######## design 1 ########
===== src/rtl/decode_pkg.sv =====
// Shared decode definitions: opcode classes, sub-ops, SEL encodings and the
// decoded control bundle carried from decode to execute.
package decode_pkg;

    localparam int unsigned CMD_W = 16;

    // Class selection: single-bit classes first, then 4-bit class nibbles
    localparam int unsigned BIT_ALU_IMM = 15;
    localparam int unsigned BIT_REG     = 14;
    localparam logic [3:0]  CLS_MISC    = 4'b0001;
    localparam logic [3:0]  CLS_EXT     = 4'b0010;

    // Misc-class sub-ops in cmd[7:4]
    localparam logic [3:0] SUB_JMP = 4'b0000;
    localparam logic [3:0] SUB_CLR = 4'b0001;
    localparam logic [3:0] SUB_JR  = 4'b0010;

    localparam logic [1:0] SEL_NONE   = 2'b00;
    localparam logic [1:0] SEL_OUTREG = 2'b01;
    localparam logic [1:0] SEL_IM     = 2'b10;
    localparam logic [1:0] SEL_JMP    = 2'b11;

    localparam logic [3:0] CAL_CLEAR = 4'b1011;

    typedef struct packed {
        logic [3:0] cal;
        logic [1:0] mode;
        logic [3:0] reg_a;
        logic [3:0] reg_b;
        logic [3:0] reg_o;
        logic [1:0] reg_o_type;
        logic [1:0] jump_mode;
        logic [1:0] sel;
        logic       reg_write;
        logic       mem_write;
        logic       inout_flag;
        logic       illegal;
    } bundle_t;

endpackage


===== src/rtl/decode_comb.sv =====
// Pure combinational instruction-word decode.
// Ports: cmd (instruction word) -> dec_c (control bundle),
//        alu_imm_c (word is ALU-imm, may take a prefix), ext_c (word is EXT prefix).
module decode_comb
    import decode_pkg::*;
(
    input  logic [CMD_W-1:0] cmd,
    output bundle_t          dec_c,
    output logic             alu_imm_c,
    output logic             ext_c
);

    // Class decode in priority order; every field defaults to zero
    always_comb begin
        dec_c     = '0;
        alu_imm_c = 1'b0;
        ext_c     = 1'b0;
        if (cmd[BIT_ALU_IMM]) begin
            dec_c.cal       = {1'b0, cmd[14:12]};
            dec_c.reg_a     = cmd[11:8];
            dec_c.sel       = SEL_IM;
            dec_c.reg_write = 1'b1;
            alu_imm_c       = 1'b1;
        end else if (cmd[BIT_REG]) begin
            dec_c.cal  = cmd[13:10];
            dec_c.mode = cmd[9:8];
            case (cmd[9:8])
                2'b00: begin
                    dec_c.reg_a     = cmd[7:4];
                    dec_c.reg_b     = cmd[3:0];
                    dec_c.reg_write = 1'b1;
                end
                2'b01: begin
                    dec_c.reg_a = cmd[7:4];
                    dec_c.reg_b = cmd[3:0];
                end
                2'b10: begin
                    dec_c.reg_o_type = cmd[13:12];
                    dec_c.inout_flag = cmd[11];
                    dec_c.reg_o      = cmd[7:4];
                    dec_c.reg_a      = cmd[3:0];
                    dec_c.sel        = SEL_OUTREG;
                    dec_c.reg_write  = 1'b1;
                end
                default: begin
                    dec_c.reg_a     = cmd[7:4];
                    dec_c.reg_b     = cmd[3:0];
                    dec_c.reg_write = cmd[10];
                    dec_c.mem_write = ~cmd[10];
                end
            endcase
        end else if (cmd[15:12] == CLS_MISC) begin
            case (cmd[7:4])
                SUB_JMP: begin
                    dec_c.mode      = 2'b10;
                    dec_c.sel       = SEL_JMP;
                    dec_c.jump_mode = cmd[9:8];
                    dec_c.reg_a     = (cmd[3:0] == 4'd0) ? 4'd12 : 4'd14;
                    dec_c.reg_b     = (cmd[3:0] == 4'd0) ? 4'd13 : 4'd15;
                end
                SUB_CLR: begin
                    dec_c.cal       = CAL_CLEAR;
                    dec_c.reg_a     = cmd[3:0];
                    dec_c.sel       = SEL_IM;
                    dec_c.reg_write = 1'b1;
                end
                SUB_JR: begin
                    dec_c.mode       = 2'b10;
                    dec_c.reg_o_type = 2'b10;
                    dec_c.reg_o      = cmd[3:0];
                    dec_c.sel        = SEL_OUTREG;
                    dec_c.jump_mode  = 2'b10;
                end
                default: dec_c.illegal = 1'b1;
            endcase
        end else if (cmd[15:12] == CLS_EXT) begin
            ext_c = 1'b1;
        end else begin
            dec_c.illegal = 1'b1;
        end
    end

endmodule


===== src/rtl/decode_stage.sv =====
// Registered, handshaked decode stage with EXT immediate prefix and flush.
// Ports: clk/rst_n; flush; in_valid/in_ready/in_cmd/in_pc (fetch side);
//        out_valid/out_ready/out_pc plus decoded fields and imm (execute side).
module decode_stage
    import decode_pkg::*;
#(
    parameter int unsigned DW = 16,
    parameter int unsigned AW = 8
) (
    input  logic             clk,
    input  logic             rst_n,
    input  logic             flush,
    input  logic             in_valid,
    output logic             in_ready,
    input  logic [CMD_W-1:0] in_cmd,
    input  logic [AW-1:0]    in_pc,
    output logic             out_valid,
    input  logic             out_ready,
    output logic [AW-1:0]    out_pc,
    output logic [3:0]       cal,
    output logic [1:0]       mode,
    output logic [3:0]       reg_a,
    output logic [3:0]       reg_b,
    output logic [3:0]       reg_o,
    output logic [1:0]       reg_o_type,
    output logic [1:0]       jump_mode,
    output logic [1:0]       sel,
    output logic [DW-1:0]    imm,
    output logic             reg_write,
    output logic             mem_write,
    output logic             inout_flag,
    output logic             illegal
);

    localparam int unsigned EW = DW - 8;

    bundle_t       dec_c;
    bundle_t       held;
    logic          alu_imm_c;
    logic          ext_c;
    logic          accept_c;
    logic          pend;
    logic [EW-1:0] ext_hi;
    logic [AW-1:0] ext_pc;

    decode_comb u_decode_comb (
        .cmd       (in_cmd),
        .dec_c     (dec_c),
        .alu_imm_c (alu_imm_c),
        .ext_c     (ext_c)
    );

    // Free slot whenever nothing is held or the held bundle leaves this cycle
    assign in_ready = ~out_valid | out_ready;
    assign accept_c = in_valid & in_ready;

    // Prefix state and output register; flush wins over acceptance
    always_ff @(posedge clk or negedge rst_n) begin
        if (!rst_n) begin
            out_valid <= 1'b0;
            pend      <= 1'b0;
            ext_hi    <= '0;
            ext_pc    <= '0;
            held      <= '0;
            imm       <= '0;
            out_pc    <= '0;
        end else if (flush) begin
            out_valid <= 1'b0;
            pend      <= 1'b0;
        end else if (accept_c) begin
            if (ext_c) begin
                // Acceptance implies any held bundle was consumed this cycle
                pend      <= 1'b1;
                ext_hi    <= in_cmd[EW-1:0];
                ext_pc    <= in_pc;
                out_valid <= 1'b0;
            end else begin
                pend      <= 1'b0;
                out_valid <= 1'b1;
                held      <= dec_c;
                if (alu_imm_c && pend) begin
                    imm    <= {ext_hi, in_cmd[7:0]};
                    out_pc <= ext_pc;
                end else begin
                    imm    <= alu_imm_c ? DW'(in_cmd[7:0]) : '0;
                    out_pc <= in_pc;
                end
            end
        end else if (out_ready) begin
            out_valid <= 1'b0;
        end
    end

    assign cal        = held.cal;
    assign mode       = held.mode;
    assign reg_a      = held.reg_a;
    assign reg_b      = held.reg_b;
    assign reg_o      = held.reg_o;
    assign reg_o_type = held.reg_o_type;
    assign jump_mode  = held.jump_mode;
    assign sel        = held.sel;
    assign reg_write  = held.reg_write;
    assign mem_write  = held.mem_write;
    assign inout_flag = held.inout_flag;
    assign illegal    = held.illegal;

endmodule


===== config.mk =====
export PLATFORM = sky130hd
export DESIGN_NAME = decode_stage
export DESIGN_NICKNAME = d
export VERILOG_FILES = /design/src/rtl/decode_pkg.sv /design/src/rtl/decode_comb.sv /design/src/rtl/decode_stage.sv
export SDC_FILE = /design/constraint.sdc
export NUM_CORES = 1
export LEC_CHECK = 0
export CAP_MARGIN = 10
export CORE_MARGIN = 2
export CORE_UTILIZATION = 30
export CTS_CLUSTER_SIZE = 10
export DETAILED_ROUTE_END_ITERATION = 10
export HOLD_SLACK_MARGIN = 0.06
export PLACE_DENSITY = 0.49
export SLEW_MARGIN = 10
export SYNTH_ARGS = -nofsm -noshare
export SYNTH_HDL_FRONTEND = slang
export SYNTH_HIERARCHICAL = 1
export SYNTH_SLANG_ARGS = --single-unit

===== constraint.sdc =====
create_clock -name clk -period 1.8 [get_ports clk]
set_input_delay 0.36 -clock clk [delete_from_list [all_inputs] [get_ports clk]]
set_output_delay 0.36 -clock clk [all_outputs]
set_load 0.01 [all_outputs]

######## design 2 ########
`src/rtl/counter_ctrl_pkg.sv`:
```
// Shared definitions for the counter sequencer: opcodes, state encoding and
// the default datapath width.
package counter_ctrl_pkg;

  localparam int WIDTH_DEF = 4;

  localparam logic [1:0] OP_START  = 2'b00;
  localparam logic [1:0] OP_STOP   = 2'b01;
  localparam logic [1:0] OP_PAUSE  = 2'b10;
  localparam logic [1:0] OP_RESUME = 2'b11;

  typedef enum logic [2:0] {
    ST_IDLE,
    ST_LOAD,
    ST_RUN,
    ST_PAUSED,
    ST_DONE
  } state_e;

endpackage

```
`src/rtl/updown_counter.sv`:
```
// Loadable up/down counter that wraps modulo 2^WIDTH; load wins over enable.
module updown_counter #(
  parameter int WIDTH = 4
) (
  input  logic             clk,
  input  logic             rst,
  input  logic             load,
  input  logic [WIDTH-1:0] load_val,
  input  logic             en,
  input  logic             dir,
  output logic [WIDTH-1:0] q
);

  localparam logic [WIDTH-1:0] ONE = WIDTH'(1);

  logic [WIDTH-1:0] q_q, q_d;

  always_comb begin
    q_d = q_q;
    if (load) begin
      q_d = load_val;
    end else if (en) begin
      q_d = dir ? (q_q + ONE) : (q_q - ONE);
    end
  end

  always_ff @(posedge clk or posedge rst) begin
    if (rst) q_q <= '0;
    else     q_q <= q_d;
  end

  assign q = q_q;

endmodule

```
`src/rtl/counter_ctrl.sv`:
```
// Command sequencer for an up/down counter: start/stop/pause/resume over a
// valid/ready handshake, one-shot or auto-reload, registered terminal-count strobe.
//
// state  | meaning
// IDLE   | stopped, count holds last value
// LOAD   | one cycle, counter takes init, commands back-pressured
// RUN    | counting toward limit
// PAUSED | count frozen until RESUME/STOP/START
// DONE   | one-shot finished, count holds limit
module counter_ctrl
  import counter_ctrl_pkg::*;
#(
  parameter int WIDTH = WIDTH_DEF
) (
  input  logic             clk,
  input  logic             rst,
  input  logic             cmd_valid,
  output logic             cmd_ready,
  input  logic [1:0]       cmd_op,
  input  logic [WIDTH-1:0] cmd_init,
  input  logic [WIDTH-1:0] cmd_limit,
  input  logic             cmd_dir,
  input  logic             cmd_reload,
  output logic [WIDTH-1:0] count,
  output logic             busy,
  output logic             done,
  output logic             tc_pulse
);

  state_e           state_q, state_d;
  logic [WIDTH-1:0] init_q, init_d;
  logic [WIDTH-1:0] limit_q, limit_d;
  logic             dir_q, dir_d;
  logic             reload_q, reload_d;
  logic             tc_q, tc_d;

  logic ctr_load, ctr_en;
  logic accept, is_start, is_stop, is_pause, is_resume;
  logic at_limit;

  assign cmd_ready = (state_q != ST_LOAD);
  assign accept    = cmd_valid && cmd_ready;
  assign is_start  = accept && (cmd_op == OP_START);
  assign is_stop   = accept && (cmd_op == OP_STOP);
  assign is_pause  = accept && (cmd_op == OP_PAUSE);
  assign is_resume = accept && (cmd_op == OP_RESUME);
  assign at_limit  = (count == limit_q);

  always_comb begin
    state_d  = state_q;
    init_d   = init_q;
    limit_d  = limit_q;
    dir_d    = dir_q;
    reload_d = reload_q;
    tc_d     = 1'b0;
    ctr_load = 1'b0;
    ctr_en   = 1'b0;

    if (is_start) begin
      init_d   = cmd_init;
      limit_d  = cmd_limit;
      dir_d    = cmd_dir;
      reload_d = cmd_reload;
    end

    case (state_q)
      ST_IDLE: begin
        if (is_start) state_d = ST_LOAD;
      end
      ST_LOAD: begin
        ctr_load = 1'b1;
        state_d  = ST_RUN;
      end
      ST_RUN: begin
        // An accepted STOP/PAUSE/START pre-empts both the step and the compare.
        if (is_stop)       state_d = ST_IDLE;
        else if (is_pause) state_d = ST_PAUSED;
        else if (is_start) state_d = ST_LOAD;
        else if (at_limit) begin
          tc_d = 1'b1;
          if (reload_q) ctr_load = 1'b1;
          else          state_d  = ST_DONE;
        end else begin
          ctr_en = 1'b1;
        end
      end
      ST_PAUSED: begin
        if (is_resume)     state_d = ST_RUN;
        else if (is_stop)  state_d = ST_IDLE;
        else if (is_start) state_d = ST_LOAD;
      end
      ST_DONE: begin
        if (is_start)     state_d = ST_LOAD;
        else if (is_stop) state_d = ST_IDLE;
      end
      default: state_d = ST_IDLE;
    endcase
  end

  always_ff @(posedge clk or posedge rst) begin
    if (rst) begin
      state_q  <= ST_IDLE;
      init_q   <= '0;
      limit_q  <= '0;
      dir_q    <= 1'b0;
      reload_q <= 1'b0;
      tc_q     <= 1'b0;
    end else begin
      state_q  <= state_d;
      init_q   <= init_d;
      limit_q  <= limit_d;
      dir_q    <= dir_d;
      reload_q <= reload_d;
      tc_q     <= tc_d;
    end
  end

  updown_counter #(.WIDTH(WIDTH)) u_counter (
    .clk      (clk),
    .rst      (rst),
    .load     (ctr_load),
    .load_val (init_q),
    .en       (ctr_en),
    .dir      (dir_q),
    .q        (count)
  );

  assign busy     = (state_q == ST_LOAD) || (state_q == ST_RUN) || (state_q == ST_PAUSED);
  assign done     = (state_q == ST_DONE);
  assign tc_pulse = tc_q;

endmodule

```
`config.mk`:
```
export PLATFORM = sky130hd
export DESIGN_NAME = counter_ctrl
export DESIGN_NICKNAME = d
export VERILOG_FILES = /design/src/rtl/counter_ctrl_pkg.sv /design/src/rtl/updown_counter.sv /design/src/rtl/counter_ctrl.sv
export SDC_FILE = /design/constraint.sdc
export NUM_CORES = 1
export LEC_CHECK = 0
export ABC_AREA = 1
export ABC_CLOCK_PERIOD_IN_PS = 1750
export CAP_MARGIN = 25
export CORE_MARGIN = 2
export CORE_UTILIZATION = 37
export CTS_BUF_LIST = sky130_fd_sc_hd__clkbuf_4 sky130_fd_sc_hd__clkbuf_8
export CTS_CLUSTER_SIZE = 30
export DETAILED_ROUTE_END_ITERATION = 12
export PLACE_DENSITY = 0.65
export SYNTH_ARGS = -nofsm -noshare
export SYNTH_HDL_FRONTEND = slang
export SYNTH_SLANG_ARGS = --single-unit
```
`constraint.sdc`:
```
create_clock -name clk -period 1.75 [get_ports clk]
set_clock_uncertainty 0.15 [all_clocks]
set_input_delay 0.4375 -clock clk [delete_from_list [all_inputs] [get_ports clk]]
set_output_delay 0.4375 -clock clk [all_outputs]
set_load 0.02 [all_outputs]
```
######## design 3 ########
===== config.mk =====
export PLATFORM = sky130hd
export DESIGN_NAME = arb_requester_flat
export DESIGN_NICKNAME = d
export VERILOG_FILES = /design/src/rtl/arb_requester_if.sv /design/src/rtl/arb_requester.sv /design/src/flat_wrapper.sv
export SDC_FILE = /design/constraint.sdc
export NUM_CORES = 1
export LEC_CHECK = 0
export ABC_CLOCK_PERIOD_IN_PS = 5300
export CORE_ASPECT_RATIO = 1.5
export CORE_MARGIN = 1
export CORE_UTILIZATION = 58
export DETAILED_ROUTE_END_ITERATION = 16
export GPL_ROUTABILITY_DRIVEN = 0
export GPL_TIMING_DRIVEN = 0
export PLACE_DENSITY = 0.88
export SYNTH_ARGS = -nofsm -noshare
export SYNTH_HDL_FRONTEND = slang
export SYNTH_HIERARCHICAL = 1
export SYNTH_SLANG_ARGS = --single-unit
export TNS_END_PERCENT = 20

===== constraint.sdc =====
create_clock -name clk -period 5.3 [get_ports clk]
set_input_delay 1.06 -clock clk [delete_from_list [all_inputs] [get_ports clk]]
set_output_delay 1.06 -clock clk [all_outputs]
set_load 0.03 [all_outputs]

===== src/rtl/arb_requester_if.sv =====
// Handshake bundle for arb_requester: upstream push, arbiter req/grant, downstream beats and timeout.
// master = the requester block, slave = the surrounding logic that feeds and drains it.
interface arb_requester_if #(
    parameter int DATA_W = 32
);
    logic              in_valid;
    logic              in_ready;
    logic [DATA_W-1:0] in_data;
    logic              in_last;
    logic              req;
    logic              grant;
    logic              out_valid;
    logic              out_ready;
    logic [DATA_W-1:0] out_data;
    logic              out_last;
    logic              timeout;

    modport master (
        input  in_valid, in_data, in_last, grant, out_ready,
        output in_ready, req, out_valid, out_data, out_last, timeout
    );

    modport slave (
        output in_valid, in_data, in_last, grant, out_ready,
        input  in_ready, req, out_valid, out_data, out_last, timeout
    );
endinterface


===== src/rtl/arb_requester.sv =====
// Packet FIFO + requester for a fixed-priority arbiter; first beat 3 cycles after the last word is pushed (grant held).
// in_ready = FIFO not full; out_valid gated by grant. Grant-wait timeout pulse built only under ARB_REQUESTER_TIMEOUT_EN.

module arb_requester_fifo #(
    parameter int W     = 33,
    parameter int DEPTH = 8
) (
    input  logic         clk,
    input  logic         rst_n,
    input  logic         push,
    input  logic [W-1:0] push_dat,
    input  logic         pop,
    output logic [W-1:0] pop_dat,
    output logic         full,
    output logic         empty
);
    localparam int AW = $clog2(DEPTH);

    logic [AW:0]  wr_ptr_q, wr_ptr_d;
    logic [AW:0]  rd_ptr_q, rd_ptr_d;
    logic [W-1:0] mem_q [DEPTH];

    always_comb begin
        wr_ptr_d = wr_ptr_q + {{AW{1'b0}}, push};
        rd_ptr_d = rd_ptr_q + {{AW{1'b0}}, pop};
    end

    always_ff @(posedge clk or negedge rst_n) begin
        if (!rst_n) begin
            wr_ptr_q <= '0;
            rd_ptr_q <= '0;
        end else begin
            wr_ptr_q <= wr_ptr_d;
            rd_ptr_q <= rd_ptr_d;
        end
    end

    // Storage is not reset: pointers alone define validity.
    always_ff @(posedge clk) begin
        if (push) begin
            mem_q[wr_ptr_q[AW-1:0]] <= push_dat;
        end
    end

    assign pop_dat = mem_q[rd_ptr_q[AW-1:0]];
    assign empty   = (wr_ptr_q == rd_ptr_q);
    assign full    = (wr_ptr_q[AW] != rd_ptr_q[AW]) &&
                     (wr_ptr_q[AW-1:0] == rd_ptr_q[AW-1:0]);
endmodule

module arb_requester #(
    parameter int DATA_W  = 32,
    parameter int DEPTH   = 8,
    parameter int TIMEOUT = 255
) (
    input  logic          clk,
    input  logic          rst_n,
    arb_requester_if.master bus
);
    localparam int CW = $clog2(DEPTH + 1);

    typedef enum logic [1:0] {
        S_IDLE = 2'd0,
        S_REQ  = 2'd1,
        S_XFER = 2'd2
    } state_t;

    state_t            state_q, state_d;
    logic              req_q, req_d;
    logic [CW-1:0]     pkt_cnt_q, pkt_cnt_d;
    logic              fifo_full, fifo_empty;
    logic              push, pop, out_vld;
    logic              push_last, pop_last;
    logic [DATA_W:0]   head_word;

    arb_requester_fifo #(
        .W     (DATA_W + 1),
        .DEPTH (DEPTH)
    ) u_fifo (
        .clk      (clk),
        .rst_n    (rst_n),
        .push     (push),
        .push_dat ({bus.in_last, bus.in_data}),
        .pop      (pop),
        .pop_dat  (head_word),
        .full     (fifo_full),
        .empty    (fifo_empty)
    );

    assign push      = bus.in_valid && !fifo_full;
    assign out_vld   = (state_q == S_XFER) && bus.grant && !fifo_empty;
    assign pop       = out_vld && bus.out_ready;
    assign push_last = push && bus.in_last;
    assign pop_last  = pop && head_word[DATA_W];

    assign bus.in_ready  = !fifo_full;
    assign bus.out_valid = out_vld;
    assign bus.out_data  = head_word[DATA_W-1:0];
    assign bus.out_last  = head_word[DATA_W];
    assign bus.req       = req_q;

    always_comb begin
        pkt_cnt_d = pkt_cnt_q;
        if (push_last && !pop_last) begin
            pkt_cnt_d = pkt_cnt_q + CW'(1);
        end else if (pop_last && !push_last) begin
            pkt_cnt_d = pkt_cnt_q - CW'(1);
        end
    end

    // Full also triggers a request so packets longer than the FIFO can drain.
    always_comb begin
        state_d = state_q;
        case (state_q)
            S_IDLE: if ((pkt_cnt_q != '0) || fifo_full) state_d = S_REQ;
            S_REQ:  if (bus.grant) state_d = S_XFER;
            S_XFER: if (pop_last) state_d = S_IDLE;
            default: state_d = S_IDLE;
        endcase
        req_d = (state_d != S_IDLE);
    end

    always_ff @(posedge clk or negedge rst_n) begin
        if (!rst_n) begin
            state_q   <= S_IDLE;
            req_q     <= 1'b0;
            pkt_cnt_q <= '0;
        end else begin
            state_q   <= state_d;
            req_q     <= req_d;
            pkt_cnt_q <= pkt_cnt_d;
        end
    end

`ifdef ARB_REQUESTER_TIMEOUT_EN
    localparam int TW = $clog2(TIMEOUT + 1);

    logic [TW-1:0] to_cnt_q, to_cnt_d;
    logic          to_hit;

    // Counter holds completed waiting cycles; the pulse lands on the TIMEOUT-th one.
    always_comb begin
        to_hit   = (state_q == S_REQ) && !bus.grant && (to_cnt_q == TW'(TIMEOUT - 1));
        to_cnt_d = '0;
        if ((state_q == S_REQ) && !bus.grant && !to_hit) begin
            to_cnt_d = to_cnt_q + TW'(1);
        end
    end

    always_ff @(posedge clk or negedge rst_n) begin
        if (!rst_n) begin
            to_cnt_q <= '0;
        end else begin
            to_cnt_q <= to_cnt_d;
        end
    end

    assign bus.timeout = to_hit;
`else
    // Constant 0 for every legal TIMEOUT; an illegal TIMEOUT of 0 shows up as a stuck pulse.
    assign bus.timeout = (TIMEOUT == 0);
`endif
endmodule


===== src/flat_wrapper.sv =====
// flat-port wrapper written by rule: the top's interface ports become plain ports
module arb_requester_flat 
#(
    parameter int DATA_W  = 32,
    parameter int DEPTH   = 8,
    parameter int TIMEOUT = 255
)
  (clk, rst_n, bus_in_valid, bus_in_data, bus_in_last, bus_grant, bus_out_ready, bus_in_ready, bus_req, bus_out_valid, bus_out_data, bus_out_last, bus_timeout);
  arb_requester_if #(.DATA_W(DATA_W)) bus_i ();
  input  logic clk;
  input  logic rst_n;
  input wire logic [$bits(bus_i.in_valid)-1:0] bus_in_valid;
  input wire logic [$bits(bus_i.in_data)-1:0] bus_in_data;
  input wire logic [$bits(bus_i.in_last)-1:0] bus_in_last;
  input wire logic [$bits(bus_i.grant)-1:0] bus_grant;
  input wire logic [$bits(bus_i.out_ready)-1:0] bus_out_ready;
  output wire logic [$bits(bus_i.in_ready)-1:0] bus_in_ready;
  output wire logic [$bits(bus_i.req)-1:0] bus_req;
  output wire logic [$bits(bus_i.out_valid)-1:0] bus_out_valid;
  output wire logic [$bits(bus_i.out_data)-1:0] bus_out_data;
  output wire logic [$bits(bus_i.out_last)-1:0] bus_out_last;
  output wire logic [$bits(bus_i.timeout)-1:0] bus_timeout;
  assign bus_i.in_valid = bus_in_valid;
  assign bus_i.in_data = bus_in_data;
  assign bus_i.in_last = bus_in_last;
  assign bus_i.grant = bus_grant;
  assign bus_i.out_ready = bus_out_ready;
  assign bus_in_ready = bus_i.in_ready;
  assign bus_req = bus_i.req;
  assign bus_out_valid = bus_i.out_valid;
  assign bus_out_data = bus_i.out_data;
  assign bus_out_last = bus_i.out_last;
  assign bus_timeout = bus_i.timeout;
  arb_requester #(.DATA_W(DATA_W), .DEPTH(DEPTH), .TIMEOUT(TIMEOUT)) u_core (.clk(clk), .rst_n(rst_n), .bus(bus_i));
endmodule

######## design 4 ########
$ cat config.mk
export PLATFORM = sky130hd
export DESIGN_NAME = sequenciador_ula
export DESIGN_NICKNAME = d
export VERILOG_FILES = /design/src/rtl/seq_pkg.sv /design/src/rtl/fifo_instr.sv /design/src/rtl/sequenciador_ula.sv
export SDC_FILE = /design/constraint.sdc
export NUM_CORES = 1
export LEC_CHECK = 0
export CAP_MARGIN = 20
export CELL_PAD_IN_SITES_DETAIL_PLACEMENT = 1
export CELL_PAD_IN_SITES_GLOBAL_PLACEMENT = 1
export CORE_ASPECT_RATIO = 0.9
export CORE_MARGIN = 2
export CORE_UTILIZATION = 46
export CTS_BUF_LIST = sky130_fd_sc_hd__clkbuf_2
export DETAILED_ROUTE_END_ITERATION = 10
export GPL_TIMING_DRIVEN = 0
export MAX_ROUTING_LAYER = met4
export PLACE_DENSITY = 0.82
export SYNTH_ARGS = -nofsm -noshare
export SYNTH_HDL_FRONTEND = slang
export SYNTH_HIERARCHICAL = 1
export SYNTH_SLANG_ARGS = --single-unit
$ cat constraint.sdc
create_clock -name clock -period 2.6 [get_ports clock]
set_input_delay 0.65 -clock clock [delete_from_list [all_inputs] [get_ports clock]]
set_output_delay 0.65 -clock clock [all_outputs]
set_load 0.1 [all_outputs]
$ cat src/rtl/seq_pkg.sv
// Shared definitions for the ALU issue sequencer: FSM encoding and instruction field widths.
package seq_pkg;

   localparam int unsigned OP_W    = 4;
   localparam int unsigned FUNCT_W = 4;

   typedef enum logic [1:0] {
      ST_IDLE  = 2'd0,
      ST_EXEC  = 2'd1,
      ST_WRITE = 2'd2
   } state_t;

   // Packed word is {op, funct, rs, rt, rd}
   function automatic int unsigned instr_w(input int unsigned reg_addr_w);
      return OP_W + FUNCT_W + 3 * reg_addr_w;
   endfunction

endpackage

$ cat src/rtl/fifo_instr.sv
// Registered instruction FIFO, no fall-through; a push is refused when full even if a pop happens.
module fifo_instr #(
   parameter int unsigned DEPTH = 4,
   parameter int unsigned WIDTH = 26
) (
   input  logic             clock,
   input  logic             reset_n,
   input  logic             push,
   input  logic [WIDTH-1:0] wdata,
   input  logic             pop,
   output logic [WIDTH-1:0] rdata,
   output logic             full,
   output logic             empty
);

   localparam int unsigned PTR_W = $clog2(DEPTH);
   localparam int unsigned CNT_W = PTR_W + 1;

   logic [WIDTH-1:0] r_mem [DEPTH];
   logic [PTR_W-1:0] r_wr_ptr;
   logic [PTR_W-1:0] r_rd_ptr;
   logic [CNT_W-1:0] r_count;
   logic             w_push;
   logic             w_pop;

   assign full   = (r_count == CNT_W'(DEPTH));
   assign empty  = (r_count == '0);
   assign w_push = push && !full;
   assign w_pop  = pop && !empty;
   assign rdata  = r_mem[r_rd_ptr];

   // Pointers wrap naturally because DEPTH is a power of two
   always_ff @(posedge clock or negedge reset_n) begin
      if (!reset_n) begin
         r_wr_ptr <= '0;
         r_rd_ptr <= '0;
         r_count  <= '0;
      end else begin
         if (w_push) r_wr_ptr <= r_wr_ptr + PTR_W'(1);
         if (w_pop)  r_rd_ptr <= r_rd_ptr + PTR_W'(1);
         case ({w_push, w_pop})
            2'b10:   r_count <= r_count + CNT_W'(1);
            2'b01:   r_count <= r_count - CNT_W'(1);
            default: r_count <= r_count;
         endcase
      end
   end

   always_ff @(posedge clock) begin
      if (w_push) r_mem[r_wr_ptr] <= wdata;
   end

endmodule

$ cat src/rtl/sequenciador_ula.sv
// Multi-cycle issue controller: buffers R-type micro-instructions and runs each as EXEC then WRITE.
// Optional SEQ_INSTR_COUNT_EN adds retire and suppressed-write-back counters.
module sequenciador_ula
   import seq_pkg::*;
#(
   parameter int unsigned FIFO_DEPTH = 4,
   parameter int unsigned DATA_W     = 32,
   parameter int unsigned REG_ADDR_W = 6
) (
   input  logic                  clock,
   input  logic                  reset_n,
   input  logic                  instr_valid,
   output logic                  instr_ready,
   input  logic [OP_W-1:0]       instr_alu_op,
   input  logic [FUNCT_W-1:0]    instr_funct,
   input  logic [REG_ADDR_W-1:0] instr_rs,
   input  logic [REG_ADDR_W-1:0] instr_rt,
   input  logic [REG_ADDR_W-1:0] instr_rd,
   output logic [OP_W-1:0]       alu_op,
   output logic [FUNCT_W-1:0]    funct,
   output logic [REG_ADDR_W-1:0] rs,
   output logic [REG_ADDR_W-1:0] rt,
   output logic [REG_ADDR_W-1:0] rd,
   output logic                  enable,
   output logic                  reg_write,
   input  logic                  zero_in,
   input  logic [DATA_W-1:0]     result_in,
   output logic                  done,
   output logic [DATA_W-1:0]     result,
   output logic                  zero_flag,
   output logic                  busy
`ifdef SEQ_INSTR_COUNT_EN
   ,
   output logic [15:0]           instr_count,
   output logic [15:0]           wb_suppressed
`endif
);

   localparam int unsigned INSTR_W = instr_w(REG_ADDR_W);

   typedef struct packed {
      logic [OP_W-1:0]       op;
      logic [FUNCT_W-1:0]    fn;
      logic [REG_ADDR_W-1:0] rs;
      logic [REG_ADDR_W-1:0] rt;
      logic [REG_ADDR_W-1:0] rd;
   } instr_t;

   state_t                r_state;
   logic [OP_W-1:0]       r_alu_op;
   logic [FUNCT_W-1:0]    r_funct;
   logic [REG_ADDR_W-1:0] r_rs;
   logic [REG_ADDR_W-1:0] r_rt;
   logic [REG_ADDR_W-1:0] r_rd;
   logic                  r_enable;
   logic                  r_reg_write;
   logic                  r_done;
   logic [DATA_W-1:0]     r_result;
   logic                  r_zero;

   instr_t                w_push_word;
   instr_t                w_head;
   logic [INSTR_W-1:0]    w_rdata;
   logic                  w_full;
   logic                  w_empty;
   logic                  w_pop;

   assign w_push_word = '{op: instr_alu_op, fn: instr_funct, rs: instr_rs, rt: instr_rt, rd: instr_rd};
   assign w_head      = instr_t'(w_rdata);
   assign w_pop       = !w_empty && ((r_state == ST_IDLE) || (r_state == ST_WRITE));

   fifo_instr #(
      .DEPTH (FIFO_DEPTH),
      .WIDTH (INSTR_W)
   ) u_fifo (
      .clock   (clock),
      .reset_n (reset_n),
      .push    (instr_valid),
      .wdata   (INSTR_W'(w_push_word)),
      .pop     (w_pop),
      .rdata   (w_rdata),
      .full    (w_full),
      .empty   (w_empty)
   );

   // Sequencer: a pop loads the fields and enters EXEC; WRITE retires and may chain straight into EXEC
   always_ff @(posedge clock or negedge reset_n) begin
      if (!reset_n) begin
         r_state     <= ST_IDLE;
         r_alu_op    <= '0;
         r_funct     <= '0;
         r_rs        <= '0;
         r_rt        <= '0;
         r_rd        <= '0;
         r_enable    <= 1'b0;
         r_reg_write <= 1'b0;
         r_done      <= 1'b0;
         r_result    <= '0;
         r_zero      <= 1'b0;
      end else begin
         r_done <= 1'b0;
         case (r_state)
            ST_IDLE: begin
               r_enable    <= 1'b0;
               r_reg_write <= 1'b0;
               if (!w_empty) begin
                  r_alu_op <= w_head.op;
                  r_funct  <= w_head.fn;
                  r_rs     <= w_head.rs;
                  r_rt     <= w_head.rt;
                  r_rd     <= w_head.rd;
                  r_enable <= 1'b1;
                  r_state  <= ST_EXEC;
               end
            end
            ST_EXEC: begin
               r_enable    <= 1'b1;
               r_reg_write <= (r_rd != '0);
               r_state     <= ST_WRITE;
            end
            ST_WRITE: begin
               r_result    <= result_in;
               r_zero      <= zero_in;
               r_done      <= 1'b1;
               r_reg_write <= 1'b0;
               if (!w_empty) begin
                  r_alu_op <= w_head.op;
                  r_funct  <= w_head.fn;
                  r_rs     <= w_head.rs;
                  r_rt     <= w_head.rt;
                  r_rd     <= w_head.rd;
                  r_enable <= 1'b1;
                  r_state  <= ST_EXEC;
               end else begin
                  r_enable <= 1'b0;
                  r_state  <= ST_IDLE;
               end
            end
            default: begin
               r_enable    <= 1'b0;
               r_reg_write <= 1'b0;
               r_state     <= ST_IDLE;
            end
         endcase
      end
   end

`ifdef SEQ_INSTR_COUNT_EN
   logic [15:0] r_instr_count;
   logic [15:0] r_wb_suppressed;

   // Both counters advance on the retire edge and wrap at 16 bits
   always_ff @(posedge clock or negedge reset_n) begin
      if (!reset_n) begin
         r_instr_count   <= '0;
         r_wb_suppressed <= '0;
      end else if (r_state == ST_WRITE) begin
         r_instr_count <= r_instr_count + 16'd1;
         if (r_rd == '0) r_wb_suppressed <= r_wb_suppressed + 16'd1;
      end
   end

   assign instr_count   = r_instr_count;
   assign wb_suppressed = r_wb_suppressed;
`endif

   assign instr_ready = !w_full;
   assign busy        = (r_state != ST_IDLE) || !w_empty;
   assign alu_op      = r_alu_op;
   assign funct       = r_funct;
   assign rs          = r_rs;
   assign rt          = r_rt;
   assign rd          = r_rd;
   assign enable      = r_enable;
   assign reg_write   = r_reg_write;
   assign done        = r_done;
   assign result      = r_result;
   assign zero_flag   = r_zero;

endmodule


## Gallery

Placement by cell class.
Fill, decap, tap and diode cells in gray.
panel A
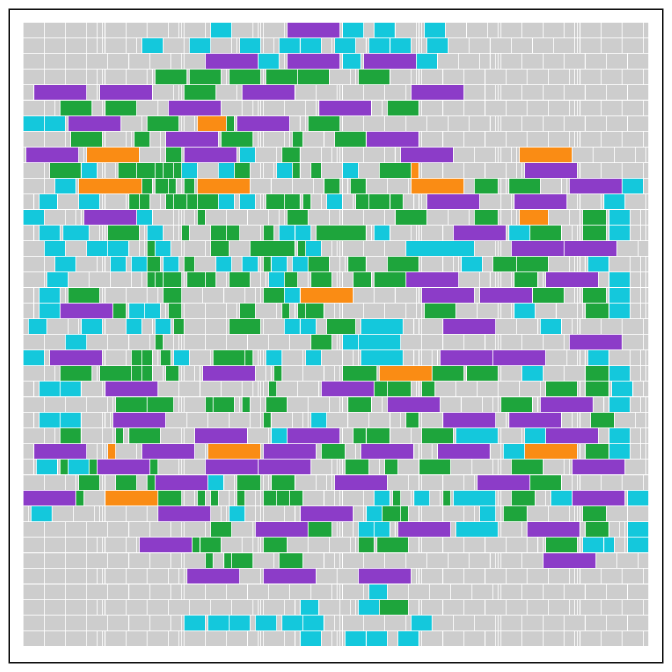
panel B
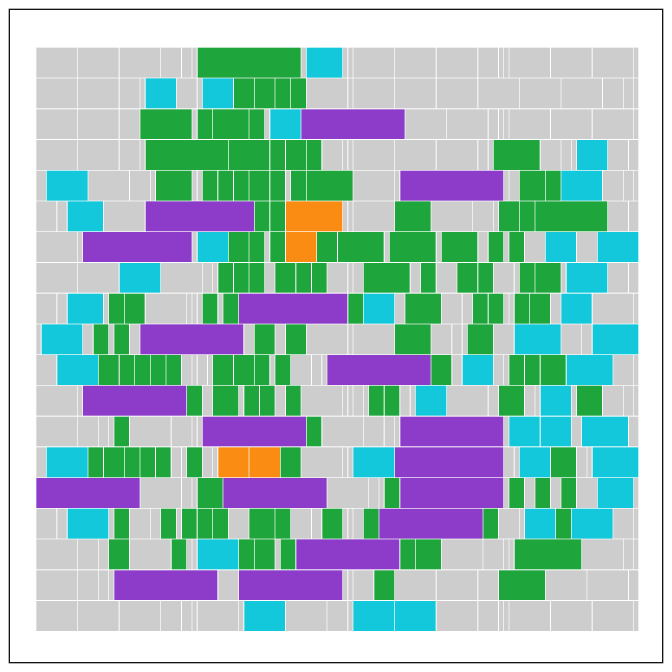
panel C
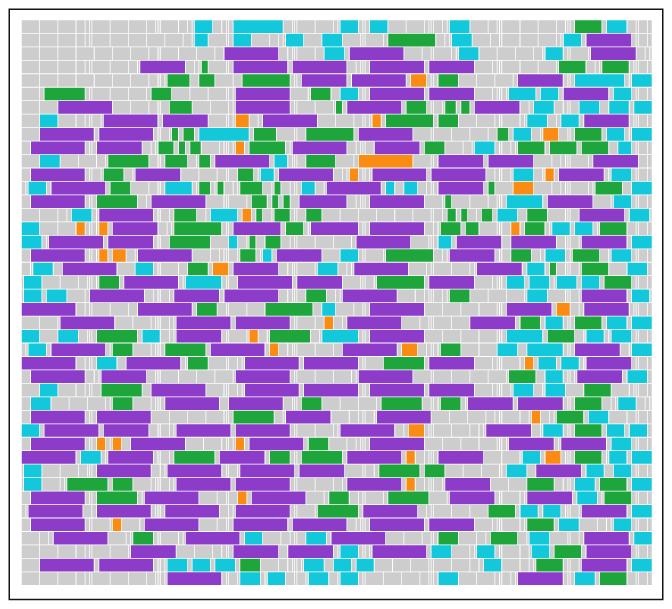
panel D
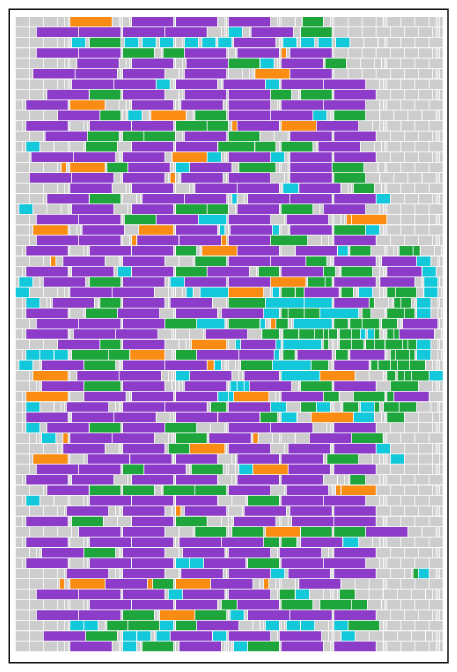
panel A: design 1
panel C: design 4
panel B: design 2
panel D: design 3

**Design 1: M3 wires**

The bar under the picture is 20 µm long.
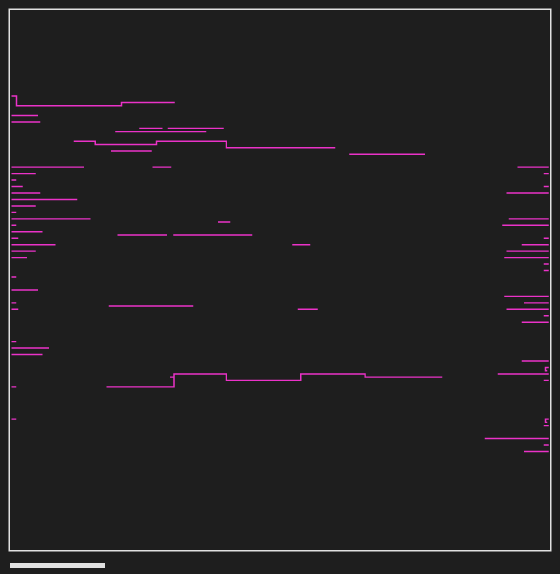
nets with wire on the layer = 61
wire length on this layer = 538 µm
vias post-DR: 2614
wirelength, routed: 9342 µm
global-route met3 utilization: 5.313%

**Design 1: M1 wires**

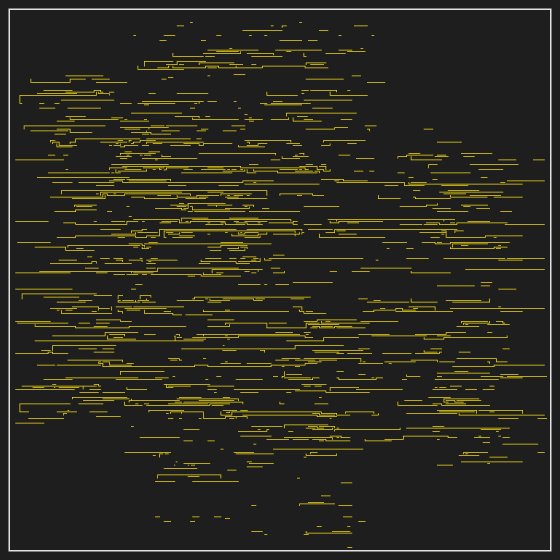
nets with wire on the layer = 390
longest straight run = 43.2 µm
share of all routed wire = 48%
main direction = horizontal
wire length on this layer = 4460 µm

==> flow.log, design 1 <==
[report] implementation figures
INFO  metric ioPinCount = 83
INFO  metric post-synth-top-area-cell = dfrtp_1
INFO  metric fmax = 581.9 MHz
INFO  metric syn-cell-area = 0.003607 mm²
INFO  metric chipArea = 0.01292 mm²
INFO  metric fin_ws = 81.55 ps
INFO  metric finalWorstPathRequiredPeriod = 1718 ps
INFO  metric clock_tree_from_tritoncts = yes
INFO  metric outcome = finished clean
INFO  metric primary_ff_master_synth = dfrtp_1
INFO  metric cp-startpoint = in_cmd[7]
INFO  metric mostFrequentLayoutCell = clkdlybuf4s50_1
INFO  metric bufAreaShareNonClock = 24.94%
INFO  metric worst-r2r-cell-count = 4
INFO  metric post_route_clock_period_utilization = 95.47%
INFO  metric firstDrtPassIters = 4
INFO  metric critical_path.reg2reg.endpoint = out_pc[5]
INFO  metric largest_register = imm
INFO  metric worstPathRequired = 2070 ps
INFO  metric numSynthFlops = 70
INFO  metric finalNonFillerCells = 552
INFO  metric timing_hold_violations_final = 0
INFO  metric cts_max_path_buffers = 2
INFO  metric max-slew-margin-rel = 65.41%
INFO  metric worstPathArrival = 1990 ps
INFO  metric cts.hold.buffers_added = 1
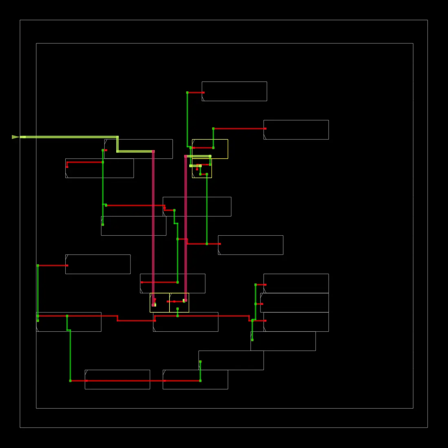
**Above:** design 2 (the clock network).
count of sequential standard cells: 18
count of clock-net buffers in the final layout: 4
Inserted Clock Buffers: 3

==> flow.log, design 2 <==
[report] implementation figures
INFO  metric clkSinkCount = 18
INFO  metric fin_nets = 206
INFO  metric cells_after_synth = 144
INFO  metric layout.filler_cells = 253
INFO  metric timing.critical_path.cells = buf_6, nor2_4, nand2_2, buf_6
INFO  metric fin_ws = 19.34 ps
INFO  metric worstPathArrival = 1140 ps
INFO  metric drive_gt1_share = 28.88%
INFO  metric primary_ff_master_synth = dfrtp_1
INFO  metric cpPeakStageDelay = 430 ps
INFO  metric synthTopLogicFamily = simple AND/OR/NAND/NOR gates
INFO  metric synth_cell_type_count = 24
INFO  metric flow.area_growth_from_synthesis = 46.89%
INFO  metric detail_route.wirelength.met1 = 1100 µm
INFO  metric timing_hold_violations_final = 0
INFO  metric grt_usage = 16.96%
INFO  metric latency_at_later_pin = 300 ps
INFO  metric cell_family_with_most_cp_delay = flip-flops
INFO  metric ys_warn_count = 0
INFO  metric flip_flops_with_a_built_in_enable = 0
INFO  metric clkCellAreaFrac = 2.314%
INFO  metric clock-root-buffer = clkbuf_4
INFO  metric outcome = finished clean
INFO  metric path_depth = 4
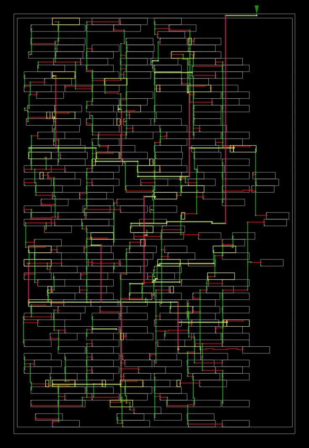
**Above:** design 3 (the clock network).
Latency at later pin: 510 ps
Inserted Clock Buffers: 25

==> flow.log, design 3 <==
[report] implementation figures
INFO  metric well_tap_count = 252
INFO  metric grt_util_met2 = 41.77%
INFO  metric stage_log_warning_count = 26
INFO  metric post_synthesis_async_set_or_reset_flop_share = 5.376%
INFO  metric syn-cell-area = 0.01096 mm²
INFO  metric cpPeakStageDelay = 610 ps
INFO  metric drc_errors = 0
INFO  metric grt_first_pass_wirelength = 33800 µm
INFO  metric wl_met2 = 12030 µm
INFO  metric post-place-cells = 806
INFO  metric hold-path-endpoint = u_core/state_q[0]
INFO  metric finalCoreUtilization = 70.50%
INFO  metric cts-htree-levels = 1
INFO  metric worst-setup-path-type = reg -> out
INFO  metric floorplan.die.width = 114.2 µm
INFO  metric avgViaCountPerCell = 6.081
INFO  metric timing.critical_path.cells = clkbuf_1, buf_1, xor2_1, nor4b_1, nor3b_1, clkdlybuf4s50_1
INFO  metric cp-startpoint = u_core/u_fifo/rd_ptr_q[2]
INFO  metric min-delay-path-class = reg -> reg
INFO  metric cells_after_synth = 469
INFO  metric outcome = finished clean
INFO  metric timing_hold_violations_final = 0
INFO  metric dr_wl_met3 = 1547 µm
INFO  metric fin_nets = 627
INFO  metric wl_per_cell = 26.38 µm
INFO  metric dpl_cell_area = 0.01229 mm²
INFO  metric firstDrtPassIters = 4
INFO  metric remaining_antenna_violation_count_after_routing = 0
INFO  metric clock_tree_from_tritoncts = yes
INFO  metric post_synth_mux_area_share = 18.18%
INFO  metric placeableCoreArea = 0.01855 mm²
INFO  metric antenna_cells_inserted = 1
INFO  metric rows = 61
INFO  metric inverters_excl_clock = 2
INFO  metric worstPathArrival = 3150 ps
INFO  metric post-cts-setup-buffers = 0
INFO  metric worst-r2r-cell-count = 12
INFO  metric antenna_found_initial = 1
**Design 4: the clock network**

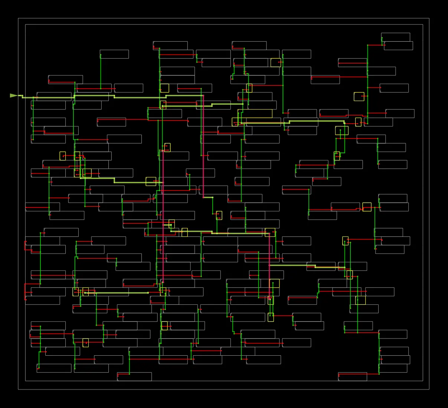
Latency at later pin: 720 ps
count of clock-net buffers in the final layout: 17

==> flow.log, design 4 <==
[report] implementation figures
INFO  metric clkCellAreaFrac = 2.539%
INFO  metric grt-busiest-layer = met2
INFO  metric worst-setup-path-type = reg -> out
INFO  metric non_clock_buffer_count = 147
INFO  metric timing.critical_path.cells = nor3_4, nand2_2, buf_8
INFO  metric syn-cell-area = 0.006755 mm²
INFO  metric clock-root-buffer = clkbuf_2
INFO  metric dr_wl_met3 = 752 µm
INFO  metric numSynthFlops = 175
INFO  metric cells_after_synth = 315
INFO  metric logic_area = 0.001683 mm²
INFO  metric finalNonFillerCells = 680
INFO  metric numSequentialCells = 175
INFO  metric outcome = finished clean
INFO  metric wl_met2 = 7138 µm
INFO  metric fin_worst_hold_slack = 290.4 ps
INFO  metric dpl_cell_area = 0.008364 mm²


==> notes/layouts.md <==
Pictures saved along the way, in no particular order.

Wire density map.
Plate I
The bar under the picture is 50 µm long. 26 x 24 tiles, from dark blue (low) to red (high), scaled to the fullest tile. Values are wire area over tile area, all layers added.
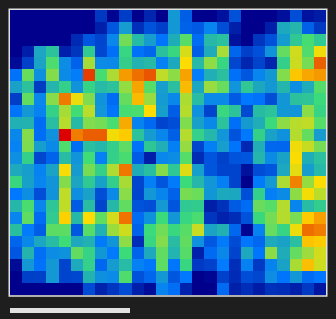
Plate II
The bar under the picture is 20 µm long. 23 x 34 tiles, from dark blue (low) to red (high), scaled to the fullest tile. Values are wire area over tile area, all layers added.
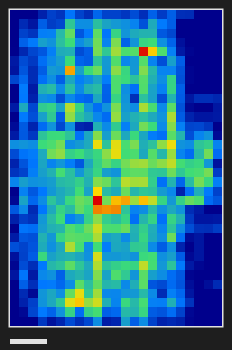
Plate III
The bar under the picture is 20 µm long. 23 x 23 tiles, from dark blue (low) to red (high), scaled to the fullest tile. Values are wire area over tile area, all layers added.
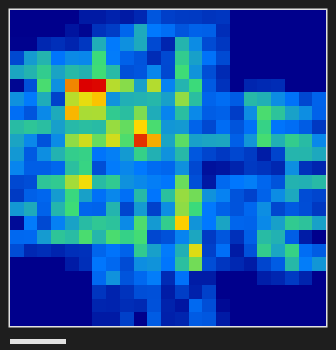
Plate IV
The bar under the picture is 20 µm long. 12 x 12 tiles, from dark blue (low) to red (high), scaled to the fullest tile. Values are wire area over tile area, all layers added.
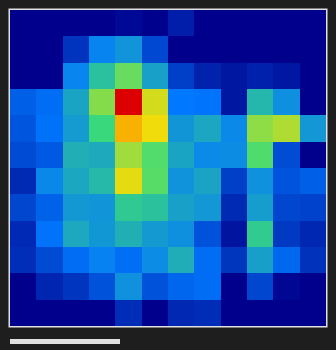
design 1: Plate III
design 2: Plate IV
design 4: Plate I
design 3: Plate II
Of these, largest die: Plate II
Of these, smallest die: Plate IV


==> layout pictures side by side <==
M1 wires.
picture 1
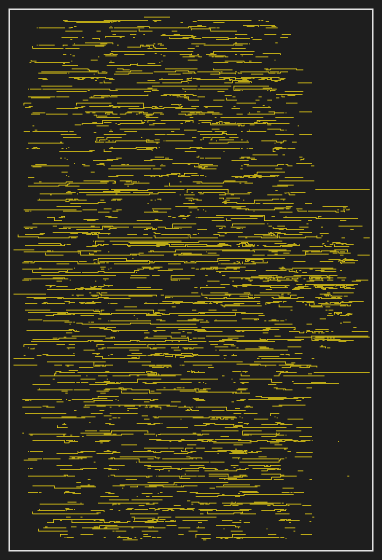
picture 2
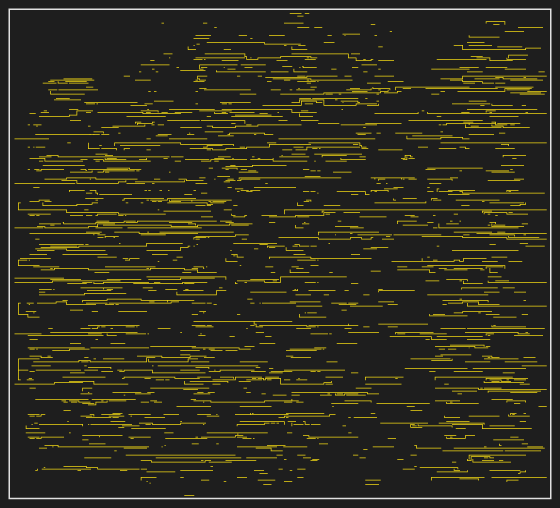
picture 3
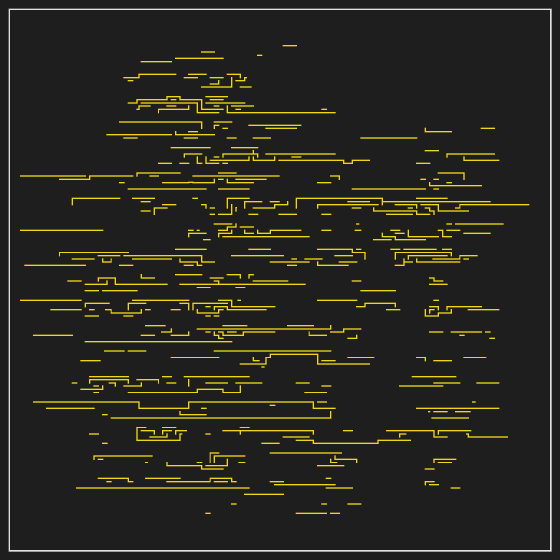
design 4: picture 2
design 2: picture 3
design 3: picture 1

